######## operand_pair_alu ########
operand_pair_alu/placement.png
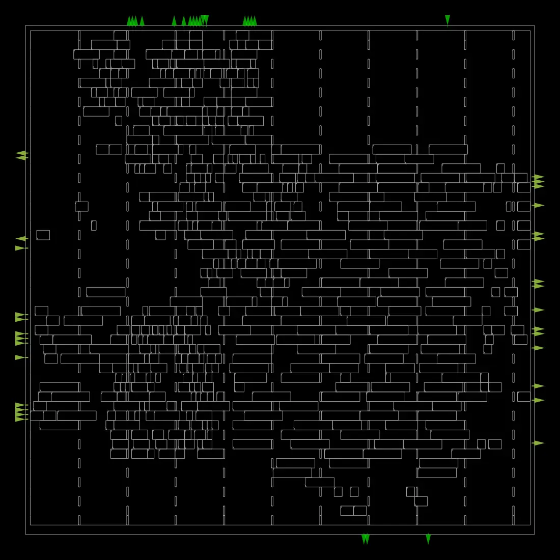

$ cat src/rtl/alu_pkg.sv
// Shared types for the operand-pair ALU: opcode encoding, result record and tag width.
package alu_pkg;

  localparam int unsigned TAG_W      = 8;
  localparam int unsigned DEF_DATA_W = 4;

  typedef enum logic [1:0] {
    OP_ADD = 2'b00,
    OP_SUB = 2'b01,
    OP_MUL = 2'b10,
    OP_MAX = 2'b11
  } op_e;

  // Result record at the default operand width; the top builds the same layout for any DATA_W.
  typedef struct packed {
    logic [2*DEF_DATA_W-1:0] result;
    logic                    ovf;
    logic [TAG_W-1:0]        tag;
  } result_t;

  function automatic logic [15:0] sat_inc16(input logic [15:0] val);
    return (val == 16'hFFFF) ? val : val + 16'd1;
  endfunction

endpackage

$ cat src/rtl/sync_fifo.sv
// Pointer-based synchronous FIFO with occupancy count; no write-to-read bypass.
module sync_fifo #(
  parameter int unsigned WIDTH = 8,
  parameter int unsigned DEPTH = 4,
  localparam int unsigned PtrW = $clog2(DEPTH),
  localparam int unsigned CntW = PtrW + 1
) (
  input  logic             clk_i,
  input  logic             rst_i,
  input  logic             push_i,
  input  logic [WIDTH-1:0] wdata_i,
  input  logic             pop_i,
  output logic [WIDTH-1:0] rdata_o,
  output logic [CntW-1:0]  count_o,
  output logic             empty_o
);

  logic [WIDTH-1:0] mem_q [DEPTH];
  logic [PtrW-1:0]  wr_ptr_q, wr_ptr_d;
  logic [PtrW-1:0]  rd_ptr_q, rd_ptr_d;
  logic [CntW-1:0]  count_q, count_d;

  // DEPTH is a power of two, so the pointers wrap by plain overflow.
  always_comb begin
    wr_ptr_d = wr_ptr_q;
    rd_ptr_d = rd_ptr_q;
    count_d  = count_q;
    if (push_i) begin
      wr_ptr_d = wr_ptr_q + 1'b1;
    end
    if (pop_i) begin
      rd_ptr_d = rd_ptr_q + 1'b1;
    end
    case ({push_i, pop_i})
      2'b10:   count_d = count_q + 1'b1;
      2'b01:   count_d = count_q - 1'b1;
      default: count_d = count_q;
    endcase
  end

  always_ff @(posedge clk_i) begin
    if (rst_i) begin
      wr_ptr_q <= '0;
      rd_ptr_q <= '0;
      count_q  <= '0;
    end else begin
      wr_ptr_q <= wr_ptr_d;
      rd_ptr_q <= rd_ptr_d;
      count_q  <= count_d;
    end
  end

  always_ff @(posedge clk_i) begin
    if (push_i) begin
      mem_q[wr_ptr_q] <= wdata_i;
    end
  end

  assign rdata_o = mem_q[rd_ptr_q];
  assign count_o = count_q;
  assign empty_o = (count_q == '0);

endmodule

$ cat src/rtl/operand_pair_alu.sv
// Two-stage in-order ALU pipeline feeding a credit-managed output FIFO; results carry a
// sequence tag and a saturating handshake counter tracks completed outputs.
module operand_pair_alu
  import alu_pkg::*;
#(
  parameter int unsigned DATA_W    = 4,
  parameter int unsigned OUT_DEPTH = 4
) (
  input  logic                clk,
  input  logic                reset,
  input  logic                in_valid,
  output logic                in_ready,
  input  logic [DATA_W-1:0]   in_a,
  input  logic [DATA_W-1:0]   in_b,
  input  logic [1:0]          in_op,
  output logic                out_valid,
  input  logic                out_ready,
  output logic [2*DATA_W-1:0] out_result,
  output logic                out_ovf,
  output logic [TAG_W-1:0]    out_tag,
  output logic [15:0]         txn_count
);

  localparam int unsigned ResW = 2 * DATA_W;
  localparam int unsigned CntW = $clog2(OUT_DEPTH) + 1;

  typedef struct packed {
    logic [ResW-1:0]  result;
    logic             ovf;
    logic [TAG_W-1:0] tag;
  } entry_t;

  localparam int unsigned EntryW = $bits(entry_t);

  // Stage 1: registered operands
  logic              s1_valid_q, s1_valid_d;
  logic [DATA_W-1:0] s1_a_q, s1_a_d;
  logic [DATA_W-1:0] s1_b_q, s1_b_d;
  op_e               s1_op_q, s1_op_d;
  logic [TAG_W-1:0]  s1_tag_q, s1_tag_d;

  // Stage 2: registered result awaiting FIFO write
  logic              s2_valid_q, s2_valid_d;
  entry_t            s2_entry_q, s2_entry_d;

  logic [TAG_W-1:0]  tag_q, tag_d;
  logic [15:0]       txn_q, txn_d;

  logic [ResW-1:0]   a_ext, b_ext;
  logic [ResW-1:0]   alu_result;
  logic              alu_ovf;

  logic [CntW-1:0]   fifo_count;
  logic              fifo_empty;
  logic [EntryW-1:0] fifo_rdata;
  entry_t            head;
  logic [CntW:0]     inflight;
  logic              accept;
  logic              pop;

  // Every result already committed to the pipeline owns a FIFO slot, so S2 never stalls.
  assign inflight = {1'b0, fifo_count}
                  + {{CntW{1'b0}}, s1_valid_q}
                  + {{CntW{1'b0}}, s2_valid_q};
  assign in_ready = !reset && (inflight < (CntW + 1)'(OUT_DEPTH));
  assign accept   = in_valid && in_ready;

  assign out_valid = !reset && !fifo_empty;
  assign pop       = out_valid && out_ready;

  always_comb begin
    a_ext      = {{DATA_W{1'b0}}, s1_a_q};
    b_ext      = {{DATA_W{1'b0}}, s1_b_q};
    alu_result = '0;
    alu_ovf    = 1'b0;
    unique case (s1_op_q)
      OP_ADD: begin
        alu_result = a_ext + b_ext;
        alu_ovf    = alu_result[DATA_W];
      end
      OP_SUB: begin
        alu_result = a_ext - b_ext;
        alu_ovf    = (s1_a_q < s1_b_q);
      end
      OP_MUL: begin
        alu_result = a_ext * b_ext;
      end
      OP_MAX: begin
        alu_result = (s1_a_q >= s1_b_q) ? a_ext : b_ext;
      end
      default: begin
        alu_result = '0;
      end
    endcase
  end

  always_comb begin
    s1_valid_d = accept;
    s1_a_d     = s1_a_q;
    s1_b_d     = s1_b_q;
    s1_op_d    = s1_op_q;
    s1_tag_d   = s1_tag_q;
    tag_d      = tag_q;
    if (accept) begin
      s1_a_d   = in_a;
      s1_b_d   = in_b;
      s1_op_d  = op_e'(in_op);
      s1_tag_d = tag_q;
      tag_d    = tag_q + 1'b1;
    end

    s2_valid_d = s1_valid_q;
    s2_entry_d = s2_entry_q;
    if (s1_valid_q) begin
      s2_entry_d.result = alu_result;
      s2_entry_d.ovf    = alu_ovf;
      s2_entry_d.tag    = s1_tag_q;
    end

    txn_d = pop ? sat_inc16(txn_q) : txn_q;
  end

  always_ff @(posedge clk) begin
    if (reset) begin
      s1_valid_q <= 1'b0;
      s2_valid_q <= 1'b0;
      tag_q      <= '0;
      txn_q      <= '0;
    end else begin
      s1_valid_q <= s1_valid_d;
      s2_valid_q <= s2_valid_d;
      tag_q      <= tag_d;
      txn_q      <= txn_d;
    end
  end

  // Datapath registers are qualified by the valids and need no reset.
  always_ff @(posedge clk) begin
    s1_a_q     <= s1_a_d;
    s1_b_q     <= s1_b_d;
    s1_op_q    <= s1_op_d;
    s1_tag_q   <= s1_tag_d;
    s2_entry_q <= s2_entry_d;
  end

  sync_fifo #(
    .WIDTH (EntryW),
    .DEPTH (OUT_DEPTH)
  ) u_out_fifo (
    .clk_i   (clk),
    .rst_i   (reset),
    .push_i  (s2_valid_q),
    .wdata_i (s2_entry_q),
    .pop_i   (pop),
    .rdata_o (fifo_rdata),
    .count_o (fifo_count),
    .empty_o (fifo_empty)
  );

  assign head       = entry_t'(fifo_rdata);
  assign out_result = out_valid ? head.result : '0;
  assign out_ovf    = out_valid ? head.ovf : 1'b0;
  assign out_tag    = out_valid ? head.tag : '0;
  assign txn_count  = txn_q;

endmodule

$ cat config.mk
export PLATFORM = sky130hd
export DESIGN_NAME = operand_pair_alu
export DESIGN_NICKNAME = d
export VERILOG_FILES = /design/src/rtl/alu_pkg.sv /design/src/rtl/sync_fifo.sv /design/src/rtl/operand_pair_alu.sv
export SDC_FILE = /design/constraint.sdc
export NUM_CORES = 1
export LEC_CHECK = 0
export CAP_MARGIN = 15
export CORE_UTILIZATION = 30
export DETAILED_ROUTE_END_ITERATION = 8
export GPL_ROUTABILITY_DRIVEN = 1
export PLACE_DENSITY = 0.56
export SLEW_MARGIN = 25
export SYNTH_ARGS = -nofsm -noshare
export SYNTH_HDL_FRONTEND = slang
export SYNTH_SLANG_ARGS = --single-unit
$ cat constraint.sdc
create_clock -name clk -period 3.53 [get_ports clk]
set_clock_uncertainty 0.05 [all_clocks]
set_input_delay 0.706 -clock clk [delete_from_list [all_inputs] [get_ports clk]]
set_output_delay 0.706 -clock clk [all_outputs]
set_load 0.01 [all_outputs]
######## gcd_binary ########
File: config.mk
export PLATFORM = sky130hd
export DESIGN_NAME = gcd_binary
export DESIGN_NICKNAME = d
export VERILOG_FILES = /design/src/rtl/gcd_binary.sv
export SDC_FILE = /design/constraint.sdc
export NUM_CORES = 1
export LEC_CHECK = 0
export CAP_MARGIN = 30
export CORE_UTILIZATION = 45
export DETAILED_ROUTE_END_ITERATION = 16
export PLACE_DENSITY = 0.68
export SLEW_MARGIN = 20
export SYNTH_ARGS = -nofsm -noshare
export SYNTH_HDL_FRONTEND = slang
export SYNTH_SLANG_ARGS = --single-unit
File: constraint.sdc
create_clock -name clk -period 4.5 [get_ports clk]
set_clock_uncertainty 0.1 [all_clocks]
set_input_delay 0.9 -clock clk [delete_from_list [all_inputs] [get_ports clk]]
set_output_delay 0.9 -clock clk [all_outputs]
set_load 0.01 [all_outputs]
File: src/rtl/gcd_binary.sv
// Binary (Stein) GCD: one shift or subtract per cycle, start/ready handshake,
// single-cycle done pulse with the result held until the next done.
module gcd_binary #(
    parameter int unsigned WIDTH = 40
) (
    input  logic             clk,
    input  logic             reset,
    input  logic             start,
    input  logic [WIDTH-1:0] x,
    input  logic [WIDTH-1:0] y,
    output logic             ready,
    output logic             done,
    output logic [WIDTH-1:0] result
);

    localparam int unsigned KW = $clog2(WIDTH) + 1;

    typedef enum logic [1:0] {StIdle, StShift, StCore, StFinish} state_e;

    state_e           r_state;
    state_e           w_state_next;
    logic [WIDTH-1:0] r_a;
    logic [WIDTH-1:0] r_b;
    logic [WIDTH-1:0] r_result;
    logic [KW-1:0]    r_k;

    logic w_a_zero;
    logic w_b_zero;
    logic w_both_even;

    assign w_a_zero    = (r_a == '0);
    assign w_b_zero    = (r_b == '0);
    // Zero operands never count as even here, so SHIFT cannot spin on them.
    assign w_both_even = !w_a_zero && !w_b_zero && !r_a[0] && !r_b[0];

    always_ff @(posedge clk) begin
        if (reset) begin
            r_state <= StIdle;
        end else begin
            r_state <= w_state_next;
        end
    end

    always_comb begin
        w_state_next = r_state;
        case (r_state)
            StIdle:   if (start) w_state_next = StShift;
            StShift:  if (!w_both_even) w_state_next = StCore;
            StCore:   if (w_a_zero || w_b_zero) w_state_next = StFinish;
            StFinish: w_state_next = start ? StShift : StIdle;
            default:  w_state_next = StIdle;
        endcase
    end

    always_comb begin
        ready = (r_state == StIdle) || (r_state == StFinish);
        done  = (r_state == StFinish);
    end

    always_ff @(posedge clk) begin
        if (reset) begin
            r_a      <= '0;
            r_b      <= '0;
            r_k      <= '0;
            r_result <= '0;
        end else begin
            case (r_state)
                StIdle, StFinish: begin
                    if (start) begin
                        r_a <= x;
                        r_b <= y;
                        r_k <= '0;
                    end
                end
                StShift: begin
                    if (w_both_even) begin
                        r_a <= r_a >> 1;
                        r_b <= r_b >> 1;
                        r_k <= r_k + KW'(1);
                    end
                end
                StCore: begin
                    // Subtract only after the compare, so it never underflows.
                    if (w_a_zero) begin
                        r_result <= r_b << r_k;
                    end else if (w_b_zero) begin
                        r_result <= r_a << r_k;
                    end else if (!r_a[0]) begin
                        r_a <= r_a >> 1;
                    end else if (!r_b[0]) begin
                        r_b <= r_b >> 1;
                    end else if (r_a >= r_b) begin
                        r_a <= r_a - r_b;
                    end else begin
                        r_b <= r_b - r_a;
                    end
                end
                default: ;
            endcase
        end
    end

    assign result = r_result;

endmodule


==> screenshots <==
Met2 routing.
(2 px per um) Cells faint in the background.
image #1
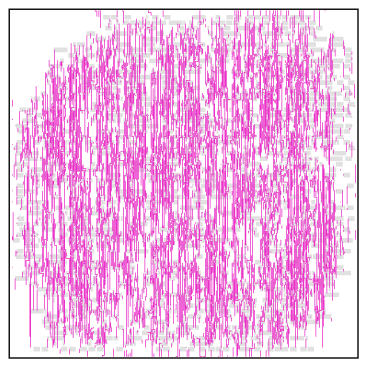
image #2
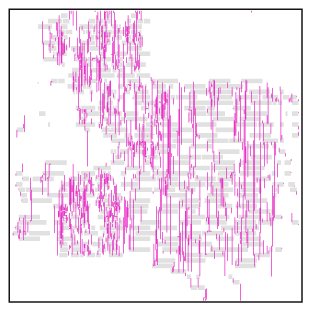
Image #1 is gcd_binary.
Image #2 is operand_pair_alu.

gcd_binary/placement.png
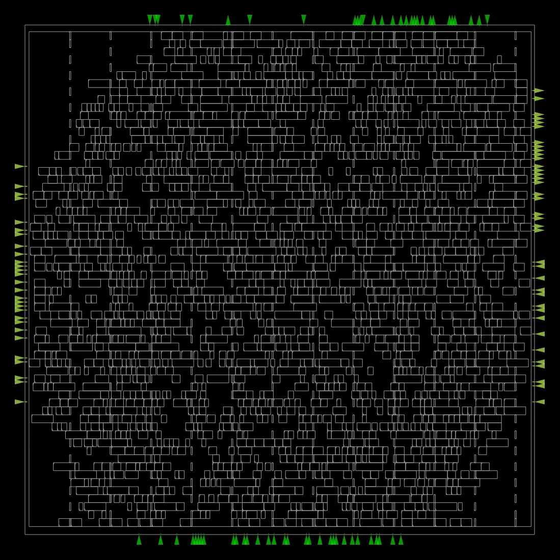
sequential portion of the cell area: 0.167
num tapcells: 384

==> results.toml, gcd_binary <==
# flow metrics
[power]
vdd.ir_drop.worst_mv = 0.380
pwr_density_cell_mw_per_mm2 = 851
power.share.switching = 0.551
seq_power_share = 0.141
p_clk_frac = 0.113

[synth]
yosys-stat-area_mm2 = 0.0133
synth_top_flop_cell = "sky130_fd_sc_hd__dfxtp_1"
unique_masters_post_synth = 81
ys_sh_adder = 0.0842
synth-async-reset-ratio = 0
synth.yosys.num_cells = 1812
syn_avg_cell_area_um2 = 7.32

[cts]
worst_setup_hold_path_clk_slew_ns = 0.06
cts-root-to-sink-buffers = 2
htreeDepth = 4

[placement]
io_buffer_count = 124

[finish]
layout_top_cells_excl_fill_tap = "sky130_fd_sc_hd__a21oi_1 (233), sky130_fd_sc_hd__nand2_1 (153), sky130_fd_sc_hd__nor2_1 (136), sky130_fd_sc_hd__dfxtp_1 (125), sky130_fd_sc_hd__clkdlybuf4s50_1 (123)"
area_growth_syn_to_layout_pct = 17.1
nets = 2049
postLayoutCoreUtil = 0.538
antenna-diode-count = 0
num-fill-cells = 2871

[critical_path]
cp-start-kind = "register"
critPathLaunch = "r_a[16]$_SDFFE_PP0P_"
slowest_stage = "sky130_fd_sc_hd__ha_1"
reg2reg_slack_ns = 0.23
stages_on_worst_setup_path = 13
crit_family = "AND-OR/OR-AND gates"

[floorplanning]
boundaryPins = 125
coreArea_mm2 = 0.0289
initial_core_util = 0.459

[global_route]
globalRouteMet1Util = 0.502
grtUsageTotal = 0.360
busiest_layer = "met2"

[run]
total_tool_warning_count = 70

[outcome]
run_status = "completed"

[route]
met2_length_um = 23800
wl_per_cell_um = 24.1
highest-signal-layer = "met4"
post_drt_via_cell_ratio = 6.63

[min_path]
hold_path_startpoint = "result[33]$_SDFFE_PP0P_"
[gcd_binary: final cells by class]
class | instances | area [um2] | share of cell area
clock buffers | 19 | 443 | 0.0285
clock inverters | 12 | 159 | 0.0102
well taps | 384 | 480 | 0.0309
inverters | 111 | 417 | 0.0268
multi-input cells | 1430 | 9700 | 0.625
repair buffers | 189 | 1740 | 0.112
flip-flops and latches | 129 | 2590 | 0.167
[gcd_binary: through the flow]
step                worst slack, ns  hold WS (ns)
CTS                           0.285         0.353
global route                 0.0110         0.390
detailed placement            0.345         0.339
finish                        0.232         0.350
global placement              0.349         0.338
floorplan                     0.960         0.374
operand_pair_alu/detail.png
Region (53, 53) to (93, 93) um. Cells in grey, sequential cells in the stronger grey; small squares are vias.
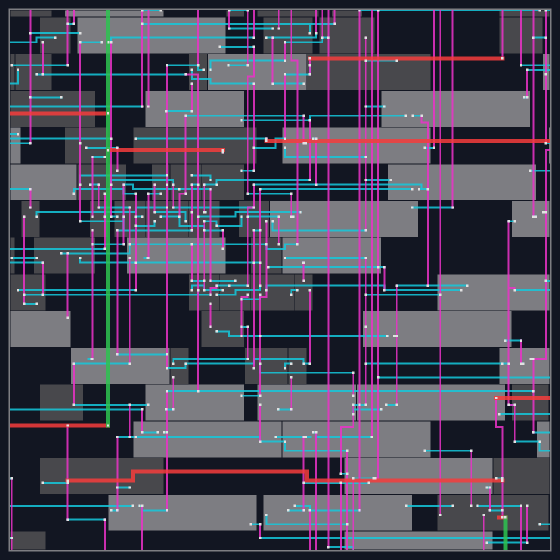
[metal 1] cyan
[metal 4] green
[metal 2] magenta
[metal 3] red
sequential cells in the window: 23
most frequent: edfxtp_1 (14), dfxtp_1 (9), nor2_1 (7)
netlist names of flops here include: tag_q (8), s1_tag_q (7), u_out_fifo.mem_q (4)
cells with their middle in the window: 60

## Picture notes: operand_pair_alu/placement.png
Cell Count, Final, Fillers Out: 789
num rows: 52
count of fill cells added during filler insertion: 1906
core outline area: 0.0202 mm2
sequential portion of the cell area: 0.500

==> results.toml, operand_pair_alu <==
# flow metrics
[placement]
finalWeightedCongestion = 0.850
post_detailed_placement_cell_area_mm2 = 0.00702

[final_timing]
worst-slew-pin-transition_ns = 0.942
setup_tns_ns = 0
post-route-worst-setup-slack_ns = 0.336

[critical_path]
worst-endpoint-required_ns = 3.63
crit_family = "adder cells"
critical-path-top-cell-by-count = "sky130_fd_sc_hd__fa_1"
timing.critical_path.slowest_cell_delay_ns = 0.51
timing.rr.end = "s2_entry_q[16]$_DFFE_PP_"
timing.critical_path.fanout_max = 7

[finish]
regArea_mm2 = 0.00379
clock_cell_share_of_area = 0.0763
flops = 138
final_layout_size_suffix_gt1_frac = 0.127
layout.cells.most_common = "sky130_fd_sc_hd__edfxtp_1"
final.clkbuf_count = 18
signal_buffer_area_fraction = 0.0712
comb-cell-share = 0.294
final.signal_inverter_count = 29
antenna-diode-count = 0
mi_comb_area_mm2 = 0.00223
area_growth_syn_to_layout_pct = 22.7
layout.area.top_class = "sequential cells"

[global_route]
overflow = 0
number_of_antenna_violations_at_the_first_check_in_global_routing = 0
met3_usage = 0.0292

[power]
vdd.ir_drop.worst_mv = 0.329
maxPowerGroup = "sequential cells"
seq_power_share = 0.478
p_comb_frac = 0.069

[cts]
cts-resized-gates = 0
cts-root-to-sink-buffers = 2
htreeDepth = 4

[route]
wl_per_cell_um = 14.0
drt_first_iter_violations = 198

[min_path]
holdPathStages = 0
worst_case_hold_path_end_point = "s2_entry_q[6]$_DFFE_PP_"

[floorplanning]
initial_core_util = 0.306
floorplan.die.width_um = 146

[outcome]
run_status = "completed"

[synth]
synth-async-reset-ratio = 0
synth_seq_share = 0.613
synthTopCellsByArea = "sky130_fd_sc_hd__edfxtp_1 (50%), sky130_fd_sc_hd__dfxtp_1 (11%), sky130_fd_sc_hd__mux4_2 (6.2%), sky130_fd_sc_hd__ha_1 (5.7%), sky130_fd_sc_hd__nor2_1 (2.4%)"
ys_seq_elements = 138
unique_masters_post_synth = 47
post_synth_tally_of_flip_flops_with_integrated_enable = 103
operand_pair_alu: synthesized netlist by cell type (all sizes together), types with 4 or more instances:
library cell / instances
a21oi: 23
or3: 4
o21ai: 9
a21o: 4
edfxtp: 103
fa: 7
clkbuf: 9
inv: 29
dfxtp: 35
buf: 4
xnor2: 17
a2111oi: 4
xor2: 14
nor4: 4
nand4: 9
nand2: 12
and2: 11
ha: 28
nand3: 8
a211oi: 4
mux2i: 6
mux4: 17
nor2: 40
nor2b: 20

######## dds_carrier_combiner ########
## src/rtl/dds_carrier_combiner.sv

```systemverilog
// N-channel signed carrier combiner: per-channel enable/sign, sum, width
// adaptation (saturate or wrap), two-stage valid/ready pipeline.
module dds_carrier_combiner #(
  parameter int N_CH     = 2,
  parameter int W_IN     = 8,
  parameter int W_OUT    = 17,
  parameter int SAT_MODE = 1
) (
  input  logic                   clk_dds,
  input  logic                   rst,
  input  logic [N_CH*W_IN-1:0]   s_tdata,
  input  logic                   s_tvalid,
  output logic                   s_tready,
  input  logic [N_CH-1:0]        ch_en,
  input  logic [N_CH-1:0]        ch_neg,
  output logic [W_OUT-1:0]       m_tdata,
  output logic                   m_tvalid,
  input  logic                   m_tready,
  output logic                   ovf_flag,
  input  logic                   ovf_clr
);

  localparam int CLG = (N_CH > 1) ? $clog2(N_CH) : 0;
  localparam int WS  = W_IN + 1 + CLG;

  logic signed [WS-1:0] s1_q [N_CH];
  logic signed [WS-1:0] s1_d [N_CH];
  logic                 v1_q;
  logic                 mv_q;
  logic [W_OUT-1:0]     md_q;
  logic                 ovf_q;
  logic signed [WS-1:0] sum;
  logic [W_OUT-1:0]     red;
  logic                 oor;
  logic                 adv2;

  assign adv2     = !mv_q || m_tready;
  assign s_tready = !v1_q || adv2;
  assign m_tvalid = mv_q;
  assign m_tdata  = md_q;
  assign ovf_flag = ovf_q;

  // The extra sum bit lets -(-2^(W_IN-1)) be represented exactly
  always_comb begin
    for (int k = 0; k < N_CH; k++) begin
      s1_d[k] = '0;
      if (ch_en[k]) begin
        if (ch_neg[k])
          s1_d[k] = -WS'($signed(s_tdata[k*W_IN +: W_IN]));
        else
          s1_d[k] = WS'($signed(s_tdata[k*W_IN +: W_IN]));
      end
    end
  end

  always_comb begin
    sum = '0;
    for (int k = 0; k < N_CH; k++) begin
      sum = sum + s1_q[k];
    end
  end

  generate
    if (W_OUT >= WS) begin : g_ext
      assign red = W_OUT'(sum);
      assign oor = 1'b0;
    end else begin : g_red
      localparam logic signed [WS-1:0] MAXV =
        {{(WS-W_OUT+1){1'b0}}, {(W_OUT-1){1'b1}}};
      localparam logic signed [WS-1:0] MINV = ~MAXV;
      localparam logic [W_OUT-1:0] SATMAX = {1'b0, {(W_OUT-1){1'b1}}};
      localparam logic [W_OUT-1:0] SATMIN = {1'b1, {(W_OUT-1){1'b0}}};
      assign oor = (sum > MAXV) || (sum < MINV);
      if (SAT_MODE != 0) begin : g_sat
        assign red = !oor ? sum[W_OUT-1:0]
                   : (sum[WS-1] ? SATMIN : SATMAX);
      end else begin : g_wrap
        assign red = sum[W_OUT-1:0];
      end
    end
  endgenerate

  always_ff @(posedge clk_dds or posedge rst) begin
    if (rst) begin
      s1_q  <= '{default: '0};
      v1_q  <= 1'b0;
      mv_q  <= 1'b0;
      md_q  <= '0;
      ovf_q <= 1'b0;
    end else begin
      if (s_tready) begin
        v1_q <= s_tvalid;
        if (s_tvalid) s1_q <= s1_d;
      end
      if (adv2) begin
        mv_q <= v1_q;
        if (v1_q) md_q <= red;
      end
      // A new overflow takes priority over a clear in the same cycle
      if (adv2 && v1_q && oor)
        ovf_q <= 1'b1;
      else if (ovf_clr)
        ovf_q <= 1'b0;
    end
  end

endmodule

```

## config.mk

```make
export PLATFORM = sky130hd
export DESIGN_NAME = dds_carrier_combiner
export DESIGN_NICKNAME = d
export VERILOG_FILES = /design/src/rtl/dds_carrier_combiner.sv
export SDC_FILE = /design/constraint.sdc
export NUM_CORES = 1
export LEC_CHECK = 0
export CORE_UTILIZATION = 50
export CTS_CLUSTER_DIAMETER = 60
export CTS_CLUSTER_SIZE = 25
export DETAILED_ROUTE_END_ITERATION = 10
export PLACE_DENSITY = 0.82
export SLEW_MARGIN = 20
export SYNTH_ARGS = -nofsm -noshare
export SYNTH_HDL_FRONTEND = slang
export SYNTH_SLANG_ARGS = --single-unit
```

## constraint.sdc

```tcl
create_clock -name clk_dds -period 2.44 [get_ports clk_dds]
set_clock_uncertainty 0.05 [all_clocks]
set_input_delay 0.488 -clock clk_dds [delete_from_list [all_inputs] [get_ports clk_dds]]
set_output_delay 0.488 -clock clk_dds [all_outputs]
set_load 0.03 [all_outputs]
```

dds_carrier_combiner/io_placement.png
(8 px per um) Pins as bars across the die edge, other pins in grey.
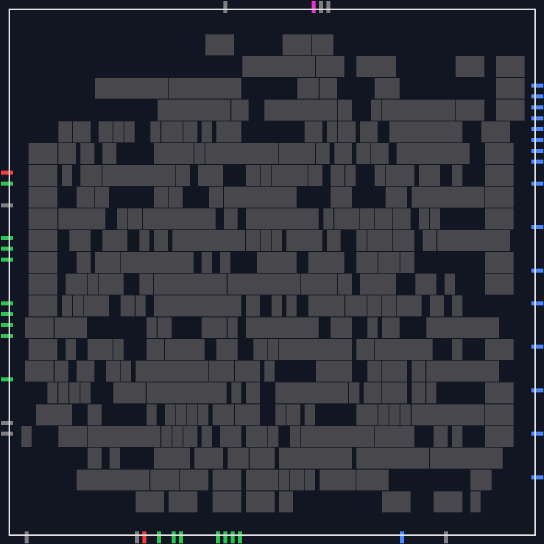
[ch_en] red | pins: 2 | direction: input | edge: 1 left, 1 bottom
[s_tdata] green | pins: 16 | direction: input | edge: 9 left, 7 bottom
[m_tdata] blue | pins: 17 | direction: output | edge: 16 right, 1 bottom
[m_tready] magenta | pins: 1 | direction: input | edge: top
Die H: 65.6 um
number of buffers inserted by port buffering: 42
die span in x: 65.6 um

dds_carrier_combiner/wires.png
(6 px per um) Two of the layers only.
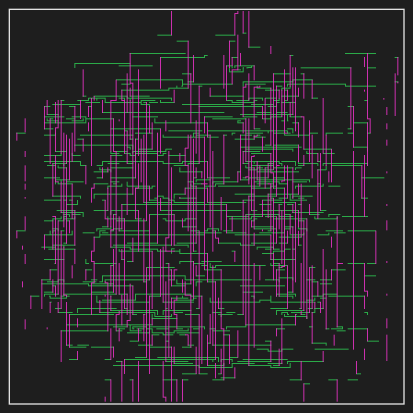
[metal 1] green | wire length: 1730 um
[metal 2] magenta | wire length: 1970 um
routed wire length: 3960 um
overall global routing resource usage: 0.216
total vias in the final route: 1681

==> flip-flops by register name, indices dropped and copies added (netlist names) <==
signal    count
m_tdata      10
s1_q         20
v1_q          1
m_tvalid      1
==> power breakdown <==
| group | leakage [nW] | switching (mW) | internal (mW) |
|---|---|---|---|
| Combinational | 0.673 | 0.409 | 0.309 |
| Sequential | 0.409 | 0.0638 | 0.626 |
| Clock | 0.0552 | 0.197 | 0.303 |
| Total | 1.14 | 0.669 | 1.24 |
==> results.toml <==
# flow metrics
[outcome]
run_status = "completed"

[synth]
post_synth_tally_of_flip_flops_with_integrated_enable = 0
simple_gate_area_frac = 0.181
synth_top_flop_cell = "sky130_fd_sc_hd__dfrtp_1"
synth.net_count = 266
synth_compound_gate_area_share = 0.203
ys_seq_elements = 32
synth_seq_share = 0.397
ys_sh_mux = 0.0105
top_area_cell = "sky130_fd_sc_hd__dfrtp_1"
post_synth_inst_count = 229
yosys-stat-area_mm2 = 0.00202

[power]
pwr_density_cell_mw_per_mm2 = 750
leakage_nw = 1.14

[finish]
final.clkbuf_count = 6
signal_buffer_area_fraction = 0.176
seq_area_frac = 0.315
area_growth_syn_to_layout_pct = 25.9
comb-cell-share = 0.428
layout_top_cells_excl_fill_tap = "sky130_fd_sc_hd__nand2_1 (47), sky130_fd_sc_hd__clkdlybuf4s50_1 (41), sky130_fd_sc_hd__dfrtp_1 (32), sky130_fd_sc_hd__o21ai_0 (31), sky130_fd_sc_hd__ha_1 (11)"
nMultiInputCombCells = 173
antenna-diode-count = 0
layout.cells.most_common = "sky130_fd_sc_hd__nand2_1"

[critical_path]
critical_path.endpoint_type = "register"
reg2reg_slack_ns = 0.41
timing.rr.end = "m_tdata[8]$_DFFE_PP0P_"
critical-path-top-cell-by-count = "sky130_fd_sc_hd__o21ai_0"
criticalPathCategory = "input port to register"
timing.critical_path.fanout_max = 3
crit_path_cells = "clkdlybuf4s50_1 -> or4_4 -> o41ai_4 -> nor2_1 -> o21ai_0 -> o21ai_0"

[run]
max_cap_viol_count = 0
total_tool_warning_count = 27

[final_timing]
fmax_ghz = 0.480
final-hold-violation-count = 0
setup_repair_after_global_routing_missed_its_margin = "false"
post-route-worst-setup-slack_ns = 0.357
setup_viol = 0

[cts]
worst_setup_hold_path_clk_slew_ns = 0.07
tritoncts = "done"
insertion_delay_ns = 0.29
tritoncts.num_buffers = 5

[route]
detailedRoute.firstPassIterationCount = 4
met3WireLength_um = 165
highest-signal-layer = "met4"
met2_length_um = 1970
route.antenna.remaining_nets = 0
wl_per_cell_um = 12.5

[global_route]
overflow = 0
met2_track_utilization_from_global_routing = 0.367
first_global_vias = 1560
met3_usage = 0.0451
global_route_wire_length_before_repair_um = 6900

[placement]
post_detailed_placement_cell_area_mm2 = 0.00243
dp_worst_setup_slack_ns = 0.0698
dpl.hpwl_um = 3060

[min_path]
holdPathStages = 2
hold_path_class = "register to register"

[floorplanning]
area_of_the_die_mm2 = 0.00430

Power figures rest on the tool's default switching activity, not on a simulated workload.
